######## dual_issue_ctrl ########
==> dual_issue_ctrl/metal_density.png <==
Scale: 3 px per um. The die is cut into 19 by 19 equal tiles; dark purple is low, yellow is high, scaled to the fullest tile. Values are wire area over tile area, all layers added.
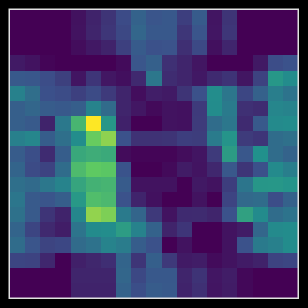
==> dual_issue_ctrl/detail.png <==
Region (33, 33) to (63, 63) um. Cells in grey, sequential cells in the stronger grey; small squares are vias.
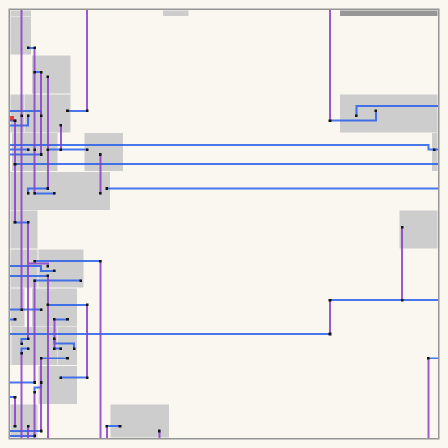
**config.mk**
```make
export PLATFORM = sky130hd
export DESIGN_NAME = dual_issue_ctrl
export DESIGN_NICKNAME = d
export VERILOG_FILES = /design/src/rtl/dual_issue_ctrl_pkg.sv /design/src/rtl/dual_issue_ctrl_issue_hazard_chk.sv /design/src/rtl/dual_issue_ctrl.sv
export SDC_FILE = /design/constraint.sdc
export NUM_CORES = 1
export LEC_CHECK = 0
export CAP_MARGIN = 15
export CORE_MARGIN = 10
export CORE_UTILIZATION = 29
export DETAILED_ROUTE_END_ITERATION = 8
export PLACE_DENSITY = 0.82
export SLEW_MARGIN = 40
export SYNTH_ARGS = -nofsm -noshare
export SYNTH_HDL_FRONTEND = slang
export SYNTH_SLANG_ARGS = --single-unit
```
**constraint.sdc**
```tcl
create_clock -name i_clk -period 2 [get_ports i_clk]
set_input_delay 0.4 -clock i_clk [delete_from_list [all_inputs] [get_ports i_clk]]
set_output_delay 0.4 -clock i_clk [all_outputs]
set_load 0.03 [all_outputs]
```
**src/rtl/dual_issue_ctrl_pkg.sv**
```systemverilog
// -----------------------------------------------------------------------------
// dual_issue_ctrl_pkg
// Shared definitions for the dual-issue scheduler:
//   - RV32 major opcode constants (the InstrGenPkg subset the scheduler needs)
//   - hazard_signal_t : hazard tag handed to the forwarding mux
//   - issue_state_e   : scheduler FSM states
//   - helpers classifying opcodes and detecting load-use matches
// -----------------------------------------------------------------------------
package dual_issue_ctrl_pkg;

  localparam logic [6:0] OP_R      = 7'b0110011;
  localparam logic [6:0] OP_I_IMME = 7'b0010011;
  localparam logic [6:0] OP_LOAD   = 7'b0000011;
  localparam logic [6:0] OP_S_TYPE = 7'b0100011;
  localparam logic [6:0] OP_B_TYPE = 7'b1100011;
  localparam logic [6:0] OP_JAL    = 7'b1101111;
  localparam logic [6:0] OP_JALR   = 7'b1100111;
  localparam logic [6:0] OP_LUI    = 7'b0110111;
  localparam logic [6:0] OP_AUIPC  = 7'b0010111;

  typedef enum logic [1:0] {
    NONE_h  = 2'd0,
    A_STALL = 2'd1,
    B_STALL = 2'd2,
    HOLD_B  = 2'd3
  } hazard_signal_t;

  typedef enum logic [1:0] {
    ST_ISSUE  = 2'd0,
    ST_HOLD_B = 2'd1,
    ST_STALL  = 2'd2
  } issue_state_e;

  // Opcodes that write rd.
  function automatic logic is_writer(input logic [6:0] op);
    return (op == OP_R) || (op == OP_I_IMME) || (op == OP_LOAD) || (op == OP_JAL) ||
           (op == OP_JALR) || (op == OP_LUI) || (op == OP_AUIPC);
  endfunction

  // Instructions needing the single data-memory port.
  function automatic logic is_mem(input logic [6:0] op);
    return (op == OP_LOAD) || (op == OP_S_TYPE);
  endfunction

  // Control transfers: the slot after them must not issue in the same cycle.
  function automatic logic is_ctrl(input logic [6:0] op);
    return (op == OP_B_TYPE) || (op == OP_JAL) || (op == OP_JALR);
  endfunction

  // A LOAD producing rd (non-zero) that feeds either source.
  function automatic logic load_hit(input logic [6:0] op, input logic [4:0] rd,
                                    input logic [4:0] rs1, input logic [4:0] rs2);
    return (op == OP_LOAD) && (rd != 5'd0) && ((rd == rs1) || (rd == rs2));
  endfunction

endpackage

```
**src/rtl/dual_issue_ctrl_issue_hazard_chk.sv**
```systemverilog
// -----------------------------------------------------------------------------
// issue_hazard_chk
// Purely combinational hazard detection for the dual-issue scheduler.
// Ports:
//   i_hold_b             scheduler is issuing the held-back lane B only
//   i_ida_* / i_idb_*    lane A / lane B instruction fields in ID
//   i_idex*_op/_rd       instructions currently in the ID/EX lanes
//   o_lu_a / o_lu_b      load-use hit against ID/EX lane A / lane B
//   o_split              pair cannot issue together (only meaningful in ST_ISSUE)
// -----------------------------------------------------------------------------
module issue_hazard_chk
  import dual_issue_ctrl_pkg::*;
(
  input  logic       i_hold_b,
  input  logic [6:0] i_ida_op,
  input  logic [4:0] i_ida_rd,
  input  logic [4:0] i_ida_rs1,
  input  logic [4:0] i_ida_rs2,
  input  logic [6:0] i_idb_op,
  input  logic [4:0] i_idb_rs1,
  input  logic [4:0] i_idb_rs2,
  input  logic [6:0] i_idexa_op,
  input  logic [4:0] i_idexa_rd,
  input  logic [6:0] i_idexb_op,
  input  logic [4:0] i_idexb_rd,
  output logic       o_lu_a,
  output logic       o_lu_b,
  output logic       o_split
);

  logic w_xa_a, w_xa_b, w_xb_a, w_xb_b;

  assign w_xa_a = load_hit(i_idexa_op, i_idexa_rd, i_ida_rs1, i_ida_rs2);
  assign w_xa_b = load_hit(i_idexa_op, i_idexa_rd, i_idb_rs1, i_idb_rs2);
  assign w_xb_a = load_hit(i_idexb_op, i_idexb_rd, i_ida_rs1, i_ida_rs2);
  assign w_xb_b = load_hit(i_idexb_op, i_idexb_rd, i_idb_rs1, i_idb_rs2);

  // Lane A has already issued while holding B, so its sources no longer matter.
  assign o_lu_a = w_xa_b | (~i_hold_b & w_xa_a);
  assign o_lu_b = w_xb_b | (~i_hold_b & w_xb_a);

  // Only a load result cannot reach B in time; ALU results forward from A.
  assign o_split = load_hit(i_ida_op, i_ida_rd, i_idb_rs1, i_idb_rs2) |
                   (is_mem(i_ida_op) & is_mem(i_idb_op)) |
                   is_ctrl(i_ida_op);

endmodule

```
**src/rtl/dual_issue_ctrl.sv**
```systemverilog
// -----------------------------------------------------------------------------
// dual_issue_ctrl
// Issue scheduler for the two-lane in-order pipeline (between IF/ID and ID/EX).
// Decides per cycle: dual issue, lane A alone, lane B alone (held pair), or
// no issue (load-use stall, redirect flush, invalid fetch).
// Optional feature macro: PERF_CNT_EN enables saturating perf counters;
// without it the counter ports read 0 and no counter flops exist.
// Ports:
//   i_clk, i_rst_n          clock, async active-low reset
//   i_if_valid              IF/ID holds a valid pair
//   i_id{a,b}_*             ID lane opcodes / rd / sources
//   i_idex{a,b}_op/_rd      ID/EX lane opcodes / rd
//   i_ex_redirect           taken branch/jump resolved in EX
//   o_issue_a/_b            load ID/EX lane A / B
//   o_ifid_hold             freeze IF/ID
//   o_flush                 clear IF/ID and ID/EX
//   o_pc_inc                instructions consumed (0..2)
//   o_haz_tag               hazard_signal_t encoding for the forwarding mux
//   o_cnt_dual/_single/_stall  perf counters
//
// state     | meaning
// ST_ISSUE  | normal: pair may issue together
// ST_HOLD_B | lane A issued alone, lane B waits in IF/ID
// ST_STALL  | extra load-use bubbles, returns to r_ret_state
// -----------------------------------------------------------------------------
module dual_issue_ctrl
  import dual_issue_ctrl_pkg::*;
#(
  parameter int LOAD_USE_CYCLES = 1,
  parameter int CNT_W           = 32
) (
  input  logic             i_clk,
  input  logic             i_rst_n,
  input  logic             i_if_valid,
  input  logic [6:0]       i_ida_op,
  input  logic [6:0]       i_idb_op,
  input  logic [4:0]       i_ida_rd,
  input  logic [4:0]       i_idb_rd,
  input  logic [4:0]       i_ida_rs1,
  input  logic [4:0]       i_ida_rs2,
  input  logic [4:0]       i_idb_rs1,
  input  logic [4:0]       i_idb_rs2,
  input  logic [6:0]       i_idexa_op,
  input  logic [6:0]       i_idexb_op,
  input  logic [4:0]       i_idexa_rd,
  input  logic [4:0]       i_idexb_rd,
  input  logic             i_ex_redirect,
  output logic             o_issue_a,
  output logic             o_issue_b,
  output logic             o_ifid_hold,
  output logic             o_flush,
  output logic [1:0]       o_pc_inc,
  output logic [1:0]       o_haz_tag,
  output logic [CNT_W-1:0] o_cnt_dual,
  output logic [CNT_W-1:0] o_cnt_single,
  output logic [CNT_W-1:0] o_cnt_stall
);

  localparam logic [2:0] LU_RELOAD = 3'(LOAD_USE_CYCLES - 1);

  issue_state_e   r_state, w_state_nxt;
  issue_state_e   r_ret_state, w_ret_nxt;
  logic [2:0]     r_cnt, w_cnt_nxt;
  logic           w_lu_a, w_lu_b, w_lu, w_split;
  hazard_signal_t w_haz;
  logic           w_unused_idb_rd;

  // B's destination never gates issue; nothing younger in the pair reads it.
  assign w_unused_idb_rd = ^i_idb_rd;

  issue_hazard_chk u_haz (
    .i_hold_b   (r_state == ST_HOLD_B),
    .i_ida_op   (i_ida_op),
    .i_ida_rd   (i_ida_rd),
    .i_ida_rs1  (i_ida_rs1),
    .i_ida_rs2  (i_ida_rs2),
    .i_idb_op   (i_idb_op),
    .i_idb_rs1  (i_idb_rs1),
    .i_idb_rs2  (i_idb_rs2),
    .i_idexa_op (i_idexa_op),
    .i_idexa_rd (i_idexa_rd),
    .i_idexb_op (i_idexb_op),
    .i_idexb_rd (i_idexb_rd),
    .o_lu_a     (w_lu_a),
    .o_lu_b     (w_lu_b),
    .o_split    (w_split)
  );

  assign w_lu = w_lu_a | w_lu_b;

  always_ff @(posedge i_clk or negedge i_rst_n) begin
    if (!i_rst_n) begin
      r_state     <= ST_ISSUE;
      r_ret_state <= ST_ISSUE;
      r_cnt       <= 3'd0;
    end else begin
      r_state     <= w_state_nxt;
      r_ret_state <= w_ret_nxt;
      r_cnt       <= w_cnt_nxt;
    end
  end

  always_comb begin
    w_state_nxt = r_state;
    w_ret_nxt   = r_ret_state;
    w_cnt_nxt   = r_cnt;
    if (i_ex_redirect) begin
      w_state_nxt = ST_ISSUE;
      w_cnt_nxt   = 3'd0;
    end else if (r_state == ST_STALL) begin
      if (r_cnt <= 3'd1) begin
        w_state_nxt = r_ret_state;
        w_cnt_nxt   = 3'd0;
      end else begin
        w_cnt_nxt = r_cnt - 3'd1;
      end
    end else if (!i_if_valid) begin
      w_state_nxt = r_state;
    end else if (w_lu) begin
      // A single bubble needs no stall state: the same check simply re-runs.
      if (LOAD_USE_CYCLES > 1) begin
        w_ret_nxt   = r_state;
        w_cnt_nxt   = LU_RELOAD;
        w_state_nxt = ST_STALL;
      end
    end else if (r_state == ST_ISSUE && w_split) begin
      w_state_nxt = ST_HOLD_B;
    end else if (r_state == ST_HOLD_B) begin
      w_state_nxt = ST_ISSUE;
    end
  end

  always_comb begin
    o_issue_a   = 1'b0;
    o_issue_b   = 1'b0;
    o_ifid_hold = 1'b0;
    o_flush     = 1'b0;
    o_pc_inc    = 2'd0;
    w_haz       = NONE_h;
    if (!i_rst_n) begin
      // outputs forced quiet while reset is held
      w_haz = NONE_h;
    end else if (i_ex_redirect) begin
      o_flush = 1'b1;
    end else if (r_state == ST_STALL) begin
      o_ifid_hold = 1'b1;
    end else if (!i_if_valid) begin
      w_haz = NONE_h;
    end else if (w_lu) begin
      o_ifid_hold = 1'b1;
      w_haz       = w_lu_a ? A_STALL : B_STALL;
    end else if (r_state == ST_ISSUE && w_split) begin
      o_issue_a   = 1'b1;
      o_ifid_hold = 1'b1;
      o_pc_inc    = 2'd1;
      w_haz       = HOLD_B;
    end else if (r_state == ST_HOLD_B) begin
      o_issue_b = 1'b1;
      o_pc_inc  = 2'd1;
    end else begin
      o_issue_a = 1'b1;
      o_issue_b = 1'b1;
      o_pc_inc  = 2'd2;
    end
  end

  assign o_haz_tag = w_haz;

`ifdef PERF_CNT_EN
  logic [CNT_W-1:0] r_cnt_dual, r_cnt_single, r_cnt_stall;
  logic             w_dual, w_single, w_stall_cyc;

  assign w_dual      = o_issue_a & o_issue_b;
  assign w_single    = o_issue_a ^ o_issue_b;
  assign w_stall_cyc = i_if_valid & ~o_issue_a & ~o_issue_b;

  always_ff @(posedge i_clk or negedge i_rst_n) begin
    if (!i_rst_n) begin
      r_cnt_dual   <= '0;
      r_cnt_single <= '0;
      r_cnt_stall  <= '0;
    end else begin
      if (w_dual && r_cnt_dual != '1)        r_cnt_dual   <= r_cnt_dual + CNT_W'(1);
      if (w_single && r_cnt_single != '1)    r_cnt_single <= r_cnt_single + CNT_W'(1);
      if (w_stall_cyc && r_cnt_stall != '1)  r_cnt_stall  <= r_cnt_stall + CNT_W'(1);
    end
  end

  assign o_cnt_dual   = r_cnt_dual;
  assign o_cnt_single = r_cnt_single;
  assign o_cnt_stall  = r_cnt_stall;
`else
  assign o_cnt_dual   = '0;
  assign o_cnt_single = '0;
  assign o_cnt_stall  = '0;
`endif

endmodule

```
==> results.txt <==
flow finished, numbers: status complete, but fails checks, violations in the final reports negative setup slack, Post-synth seq share 1.50%, RePlAce Congestion 0.762, cell area power density 261 nW/um^2, placed cell count 379, final setup violating endpoints 8, Commonest Layout Cell conb_1, CP Launch Type input pin, die height 95.9 um, CP max stage cell o31a_1, Flop area 25.0 um^2, Post-DRT Antenna Nets 0, area fraction in compound gates 8.47%, I/O Buffers 73, Critical Path RT 1.60 ns, Pre-antenna DRT Iters 4, Critical Path End o_issue_a, Final Non-Filler Cells 384, Largest register FFs 1, XOR-XNOR Cells, Area Fraction 26.2%, io pins 176, Synth area leader buf_4, post-route setup slack -0.267 ns, fill count 576, max-slew violations 0
About dual_issue_ctrl/metal_density.png:
nearly empty tiles = 18%
mean over tiles = 0.11
emptiest ninth of the die = top left
densest ninth of the die = left middle
GR Util All Layers: 10.8%
drt wl/cell: 15.4 um
via count: 1,524

About dual_issue_ctrl/detail.png:
blue -> metal 1
red -> metal 3
purple -> metal 2
cells with their middle in the window = 15
sequential cells in the window = 0
most frequent = xnor2_1 (3), buf_4 (3)

## power by group
group / internal (mW) / leakage (nW) / switching, mW
registers: 0.0207 / 0.0140 / 0.000328
logic: 0.205 / 1.15 / 0.416
clock network: 0 / 0 / 0
## metal layers
layer	vias up	GRT usage [%]	wire [um]
li1	720	-	-
met1	685	11.6	1970
met2	113	21.4	3050
met3	6	3.04	813
met4	0	0.491	64
met5	-	0	0
## worst max-delay path: cells and delay by family
family	cells	cell delay [ns]
AND-OR/OR-AND	1	0.35
AND/OR/NAND/NOR	4	0.63
buffers and inverters	2	0.32
XOR/XNOR	1	0.15

######## vga_timing_gen ########
==> config.mk <==
export PLATFORM = sky130hd
export DESIGN_NAME = vga_timing_gen
export DESIGN_NICKNAME = d
export VERILOG_FILES = /design/src/rtl/vga_timing_pkg.sv /design/src/rtl/vga_delay_line.sv /design/src/rtl/vga_timing_gen.sv
export SDC_FILE = /design/constraint.sdc
export NUM_CORES = 1
export LEC_CHECK = 0
export ABC_AREA = 1
export CAP_MARGIN = 20
export CELL_PAD_IN_SITES_DETAIL_PLACEMENT = 1
export CELL_PAD_IN_SITES_GLOBAL_PLACEMENT = 2
export CORE_ASPECT_RATIO = 2
export CORE_UTILIZATION = 30
export DETAILED_ROUTE_END_ITERATION = 6
export GPL_ROUTABILITY_DRIVEN = 0
export GPL_TIMING_DRIVEN = 0
export PLACE_DENSITY = 0.76
export SLEW_MARGIN = 20
export SYNTH_ARGS = -nofsm -noshare
export SYNTH_HDL_FRONTEND = slang
export SYNTH_HIERARCHICAL = 1
export SYNTH_SLANG_ARGS = --single-unit
==> constraint.sdc <==
create_clock -name clk -period 1.4 [get_ports clk]
set_input_delay 0.28 -clock clk [delete_from_list [all_inputs] [get_ports clk]]
set_output_delay 0.28 -clock clk [all_outputs]
set_load 0.02 [all_outputs]
==> src/rtl/vga_timing_pkg.sv <==
// Shared VGA timing constants: 640x480@60 defaults, sync polarity codes and a
// tiny 6x2-visible frame used to exercise the generator quickly.
package vga_timing_pkg;

  localparam int H_DISP = 640;
  localparam int H_FP   = 16;
  localparam int H_PW   = 96;
  localparam int H_BP   = 48;
  localparam int V_DISP = 480;
  localparam int V_FP   = 10;
  localparam int V_PW   = 2;
  localparam int V_BP   = 33;

  localparam int SYNC_ACT_LOW  = 0;
  localparam int SYNC_ACT_HIGH = 1;

  // Small frame: HLIM = 10, VLIM = 6
  localparam int T_HDISP = 6;
  localparam int T_HFP   = 1;
  localparam int T_HPW   = 1;
  localparam int T_HBP   = 2;
  localparam int T_VDISP = 2;
  localparam int T_VFP   = 1;
  localparam int T_VPW   = 1;
  localparam int T_VBP   = 2;
  localparam int T_CW    = 4;
  localparam int T_FCW   = 4;

  // Level a sync line rests at when not asserted.
  function automatic logic sync_idle(input int pol);
    return (pol == SYNC_ACT_HIGH) ? 1'b0 : 1'b1;
  endfunction

endpackage

==> src/rtl/vga_delay_line.sv <==
// Clock-enabled shift register of DEPTH stages with async active-low reset
// to a fixed vector; used to align the timing bundle with colour pipelines.
module vga_delay_line #(
  parameter int            W       = 8,
  parameter int            DEPTH   = 1,
  parameter logic [W-1:0]  RST_VAL = '0
) (
  input  logic         clk,
  input  logic         rst,
  input  logic         ce,
  input  logic [W-1:0] d,
  output logic [W-1:0] q
);

  logic [W-1:0] stage [DEPTH];

  always_ff @(posedge clk or negedge rst) begin
    if (!rst) begin
      for (int i = 0; i < DEPTH; i++) stage[i] <= RST_VAL;
    end else if (ce) begin
      stage[0] <= d;
      for (int i = 1; i < DEPTH; i++) stage[i] <= stage[i-1];
    end
  end

  assign q = stage[DEPTH-1];

endmodule

==> src/rtl/vga_timing_gen.sv <==
// Parametrised VGA sync generator running off clk with a pixel clock-enable;
// provides row/col, visible flag, line/frame strobes and a frame counter.
module vga_timing_gen
  import vga_timing_pkg::*;
#(
  parameter int HDISP = H_DISP,
  parameter int HFP   = H_FP,
  parameter int HPW   = H_PW,
  parameter int HBP   = H_BP,
  parameter int VDISP = V_DISP,
  parameter int VFP   = V_FP,
  parameter int VPW   = V_PW,
  parameter int VBP   = V_BP,
  parameter int HPOL  = SYNC_ACT_LOW,
  parameter int VPOL  = SYNC_ACT_LOW,
  parameter int CW    = 11,
  parameter int FCW   = 8,
  parameter int PIPE  = 0
) (
  input  logic           clk,
  input  logic           rst,
  input  logic           ce,
  output logic           hsync,
  output logic           vsync,
  output logic           vid_on,
  output logic [CW-1:0]  col,
  output logic [CW-1:0]  row,
  output logic           line_start,
  output logic           frame_start,
  output logic [FCW-1:0] frame_cnt
);

  localparam int HLIM = HDISP + HFP + HPW + HBP;
  localparam int VLIM = VDISP + VFP + VPW + VBP;

  if (HLIM > 2**CW) begin : g_bad_hlim
    $error("vga_timing_gen: HLIM does not fit in CW bits");
  end
  if (VLIM > 2**CW) begin : g_bad_vlim
    $error("vga_timing_gen: VLIM does not fit in CW bits");
  end
  if (HDISP == 0 || HFP == 0 || HPW == 0 || HBP == 0 ||
      VDISP == 0 || VFP == 0 || VPW == 0 || VBP == 0) begin : g_bad_zero
    $error("vga_timing_gen: timing parameters must be non-zero");
  end
  if (PIPE < 0 || PIPE > 4) begin : g_bad_pipe
    $error("vga_timing_gen: PIPE must be 0..4");
  end

  localparam logic [CW-1:0] H_END  = CW'(HLIM - 1);
  localparam logic [CW-1:0] V_END  = CW'(VLIM - 1);
  localparam logic [CW-1:0] H_VIS  = CW'(HDISP);
  localparam logic [CW-1:0] V_VIS  = CW'(VDISP);
  localparam logic [CW-1:0] HS_BEG = CW'(HDISP + HFP);
  localparam logic [CW-1:0] HS_END = CW'(HDISP + HFP + HPW);
  localparam logic [CW-1:0] VS_BEG = CW'(VDISP + VFP);
  localparam logic [CW-1:0] VS_END = CW'(VDISP + VFP + VPW);
  localparam logic          HS_IDLE = sync_idle(HPOL);
  localparam logic          VS_IDLE = sync_idle(VPOL);

  localparam int            BW      = 5 + 2*CW + FCW;
  localparam logic [BW-1:0] RST_VEC = {HS_IDLE, VS_IDLE, {(BW-2){1'b0}}};

  logic [CW-1:0]  hcount, vcount;
  logic [FCW-1:0] fcount;
  logic           ce_q;

  always_ff @(posedge clk or negedge rst) begin
    if (!rst) begin
      hcount <= '0;
      vcount <= '0;
      fcount <= '0;
    end else if (ce) begin
      if (hcount == H_END) begin
        hcount <= '0;
        if (vcount == V_END) begin
          vcount <= '0;
          fcount <= fcount + 1'b1;
        end else begin
          vcount <= vcount + 1'b1;
        end
      end else begin
        hcount <= hcount + 1'b1;
      end
    end
  end

  logic          vis, hs_d, vs_d, ls_d, fs_d;
  logic [CW-1:0] row_d, col_d;
  logic [BW-1:0] dec, dly;

  always_comb begin
    vis   = (hcount < H_VIS) && (vcount < V_VIS);
    hs_d  = ((hcount >= HS_BEG) && (hcount < HS_END)) ^ HS_IDLE;
    vs_d  = ((vcount >= VS_BEG) && (vcount < VS_END)) ^ VS_IDLE;
    col_d = vis ? hcount : '0;
    row_d = vis ? vcount : '0;
    ls_d  = (hcount == '0);
    fs_d  = (hcount == '0) && (vcount == '0);
    dec   = {hs_d, vs_d, vis, row_d, col_d, ls_d, fs_d, fcount};
  end

  // First stage is the output register; the remaining PIPE stages add delay.
  vga_delay_line #(
    .W       (BW),
    .DEPTH   (PIPE + 1),
    .RST_VAL (RST_VEC)
  ) u_dly (
    .clk (clk),
    .rst (rst),
    .ce  (ce),
    .d   (dec),
    .q   (dly)
  );

  // Strobes survive only the clk cycle following a ce edge.
  always_ff @(posedge clk or negedge rst) begin
    if (!rst) ce_q <= 1'b0;
    else      ce_q <= ce;
  end

  logic ls_q, fs_q;

  assign {hsync, vsync, vid_on, row, col, ls_q, fs_q, frame_cnt} = dly;
  assign line_start  = ls_q & ce_q;
  assign frame_start = fs_q & ce_q;

endmodule

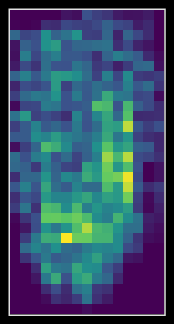
(vga_timing_gen/metal_density.png)
Scale: 2 px per um. The die is cut into 15 by 30 equal tiles; dark purple is low, yellow is high, scaled to the fullest tile. Values are wire area over tile area, all layers added.
tiles over half the peak = 18%
nearly empty tiles = 14%
fullest tile = 0.47
mean over tiles = 0.14
emptiest ninth of the die = bottom right

==> results.txt <==
flow finished, numbers: CTS clock-pin slew for the worst setup and hold paths 0.06 ns, XOR-XNOR Cells, Area Fraction 3.36%, largest net degree at the start of global routing 45, cell area after layout 5000 um^2, R2R setup slack -0.14 ns, Adder Share, Synth 1.85%, violations in the final reports negative setup slack, TritonCTS clock tree yes, final setup violating endpoints 33, status complete, but fails checks, initial DRC count 119, crit path time final 1.54 ns, critical path depth 9, cell area power density 1450 nW/um^2, #MultiIn Comb 309, commonest non-fill, non-tap cells in the layout 143 x nand2_1, 55 x dfrtp_1, 39 x buf_4, tool warnings 30, Post-synth seq share 48.9%, CTS Buffer Depth 2, Yosys warnings 6, post-route setup slack -0.138 ns, layout cells sized above 1 37.7%, area share, top type 47.3%, cts bufs inserted 9, power share of the clock group 28.3%
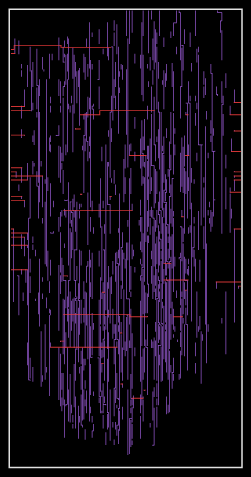
(vga_timing_gen/wires.png)
Scale: 3 px per um. Two of the layers only.
purple -> metal 2  # wire length 6,050 um
red -> metal 3  # wire length 262 um
WL final: 10.6 mm
GR Util All Layers: 18.7%
drt wl/cell: 15.8 um

-- metal layers --
layer / wire (um) / vias to the layer above / part of all wire (%) / global-route usage, %
li1: - / 1502 / - / -
met1: 3950 / 1527 / 37 / 20.1
met2: 6050 / 53 / 57 / 34.6
met3: 261 / 22 / 2.5 / 3.41
met4: 323 / 0 / 3.1 / 8.27
met5: 0 / - / 0 / 0
-- registers in the layout, summed over array words and instances, names as in the netlist --
| signal | cells |
|---|---|
| ce_q | 1 |
| fcount | 8 |
| hcount | 11 |
| u_dly/q | 35 |
| vcount | 11 |

######## hal_pipe_receive_buffer ########
==> hal_pipe_receive_buffer/wires.png <==
Scale: 2 px per um. Two of the layers only.
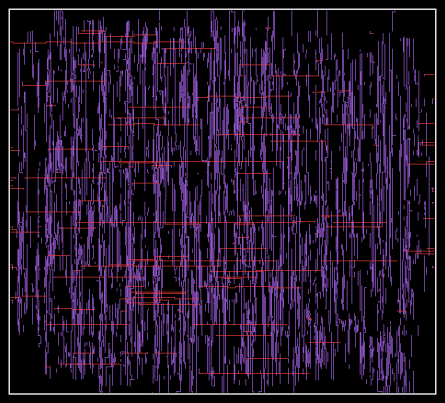
==> hal_pipe_receive_buffer/metal_density.png <==
Scale: 1 px per um. The die is cut into 21 by 19 equal tiles; dark purple is low, yellow is high, scaled to the fullest tile. Values are wire area over tile area, all layers added.
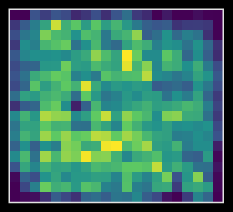
==> hal_pipe_receive_buffer/placement.png <==
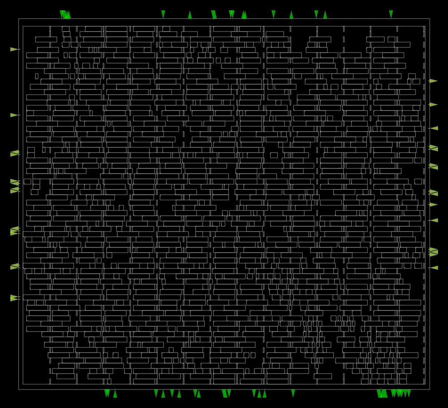
--- config.mk ---
export PLATFORM = sky130hd
export DESIGN_NAME = hal_pipe_receive_buffer
export DESIGN_NICKNAME = d
export VERILOG_FILES = /design/src/rtl/hal_pipe_receive_buffer.sv
export SDC_FILE = /design/constraint.sdc
export NUM_CORES = 1
export LEC_CHECK = 0
export CELL_PAD_IN_SITES_DETAIL_PLACEMENT = 1
export CELL_PAD_IN_SITES_GLOBAL_PLACEMENT = 2
export CORE_ASPECT_RATIO = 0.9
export CORE_MARGIN = 2
export CORE_UTILIZATION = 52
export DETAILED_ROUTE_END_ITERATION = 8
export PLACE_DENSITY_LB_ADDON = 0.12
export SLEW_MARGIN = 20
export SYNTH_ARGS = -nofsm -noshare
export SYNTH_HDL_FRONTEND = slang
export SYNTH_SLANG_ARGS = --single-unit
--- constraint.sdc ---
create_clock -name clk -period 6.9 [get_ports clk]
set_input_delay 1.38 -clock clk [delete_from_list [all_inputs] [get_ports clk]]
set_output_delay 1.38 -clock clk [all_outputs]
set_load 0.1 [all_outputs]
--- src/rtl/hal_pipe_receive_buffer.sv ---
// rtl/hal_pipe_receive_buffer.sv - receive-side elastic FWFT buffer with registered stop and sticky overflow
module hal_pipe_receive_buffer #(
    parameter int WIDTH = 32,
    parameter int DEPTH = 16,
    parameter int SLACK = 4
) (
    input  logic                       clk,
    input  logic                       rst_n,
    input  logic                       in_valid,
    input  logic [WIDTH-1:0]           in_data,
    output logic                       stop,
    output logic                       out_valid,
    output logic [WIDTH-1:0]           out_data,
    input  logic                       out_ready,
    output logic [$clog2(DEPTH+1)-1:0] count,
    output logic                       overflow
);
    localparam int AW = $clog2(DEPTH);
    localparam int CW = $clog2(DEPTH + 1);
    localparam logic [CW-1:0] FULL_C   = CW'(DEPTH);
    localparam logic [CW-1:0] THRESH_C = CW'(DEPTH - SLACK);
    localparam logic [AW-1:0] LAST_C   = AW'(DEPTH - 1);

    logic [WIDTH-1:0] mem [DEPTH];
    logic [AW-1:0]    wr_ptr;
    logic [AW-1:0]    rd_ptr;
    logic [CW-1:0]    count_next;
    logic             push;
    logic             pop;
    logic             drop;

    always_comb begin
        pop  = out_valid & out_ready;
        push = in_valid & ((count < FULL_C) | pop);
        drop = in_valid & (count == FULL_C) & ~pop;
        count_next = count;
        if (push && !pop) begin
            count_next = count + CW'(1);
        end else if (pop && !push) begin
            count_next = count - CW'(1);
        end
    end

    // Storage is deliberately not reset; out_data is meaningless while out_valid is low.
    always_ff @(posedge clk) begin
        if (push) begin
            mem[wr_ptr] <= in_data;
        end
    end

    assign out_data = mem[rd_ptr];

    always_ff @(posedge clk or negedge rst_n) begin
        if (!rst_n) begin
            wr_ptr    <= '0;
            rd_ptr    <= '0;
            count     <= '0;
            out_valid <= 1'b0;
            overflow  <= 1'b0;
            stop      <= 1'b1;
        end else begin
            if (push) begin
                wr_ptr <= (wr_ptr == LAST_C) ? '0 : wr_ptr + AW'(1);
            end
            if (pop) begin
                rd_ptr <= (rd_ptr == LAST_C) ? '0 : rd_ptr + AW'(1);
            end
            count     <= count_next;
            out_valid <= (count_next != '0);
            stop      <= (count_next >= THRESH_C);
            if (drop) begin
                overflow <= 1'b1;
            end
        end
    end

    if (DEPTH < 2) begin : g_bad_depth
        $error("hal_pipe_receive_buffer: DEPTH must be at least 2");
    end
    if (SLACK < 1 || SLACK >= DEPTH) begin : g_bad_slack
        $error("hal_pipe_receive_buffer: SLACK must satisfy 1 <= SLACK < DEPTH");
    end

    a_count_bound: assert property (@(posedge clk) disable iff (!rst_n) count <= FULL_C);
    a_data_known:  assert property (@(posedge clk) disable iff (!rst_n) in_valid |-> !$isunknown(in_data));
endmodule

==> results.txt <==
flow finished, numbers: clkbuf count 68, clock network power 2.67 mW, CP max stage cell clkdlybuf4s50_1, io pins 76, Synth logic family multiplexers, fill count 3,167, die height 192 um, status completed, area-dominant cell class after layout flip-flops and latches, mux frac, synth 15.8%, R2R depth 5, first-pass GRT wire length 67.4 mm, RePlAce Congestion 0.746, area share, top type 75.5%, R2R setup slack 3.84 ns, met3 WL 2.17 mm, Simple-Gate Area Share 2.03%, GRT met2 Usage 38.3%, CTS Root Cell clkbuf_16, GR Layer Usage met3 4.48%, Fmax achieved 0.183 GHz, hpwl dp 24.4 mm
About hal_pipe_receive_buffer/wires.png:
red -> metal 3  # wire length 2,170 um
purple -> metal 2  # wire length 22.5 mm

About hal_pipe_receive_buffer/metal_density.png:
emptiest ninth of the die = top right
tiles over half the peak = 53%
nearly empty tiles = 3.5%
mean over tiles = 0.17
fullest tile = 0.35
WL final: 44.8 mm
drt wl/cell: 28.1 um
GR Util All Layers: 23.1%

About hal_pipe_receive_buffer/placement.png:
Final Non-Filler Cells: 1,591
Seq area share: 67.2%
Flops: 528

-- registers in the layout, indices dropped and copies added, names as in the netlist --
signal,cells
out_valid,1
stop,1
rd_ptr,4
overflow,1
wr_ptr,4
count,5
mem,512
-- worst max-delay path by stage --
stage	start	end	slack, ns
2_1_floorplan	out_ready	mem[3][0]	2.22
3_3_place_gp	rd_ptr[0]	out_data[19]	2.00
3_5_place_dp	rd_ptr[2]	out_data[30]	2.01
4_1_cts	rd_ptr[0]	out_data[21]	1.36
5_1_grt	rd_ptr[0]	out_data[19]	1.19
6_report	rd_ptr[0]	out_data[19]	1.45


## Gallery

Gate-type map.
panel A
Scale: 3 px per um.
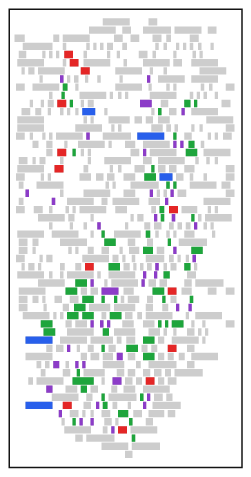
panel B
Scale: 2 px per um.
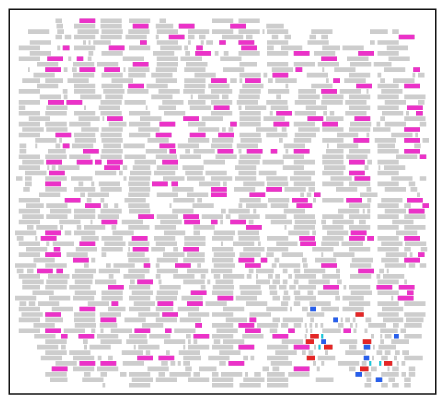
panel C
Scale: 4 px per um.
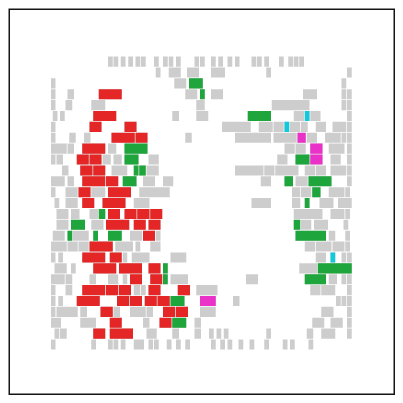
| from | picture |
|---|---|
| vga_timing_gen | panel A |
| hal_pipe_receive_buffer | panel B |
| dual_issue_ctrl | panel C |
Of these, smallest die: panel C
Of these, most cells: panel B

No activity file was given, so power comes from the tool's default toggle rates.
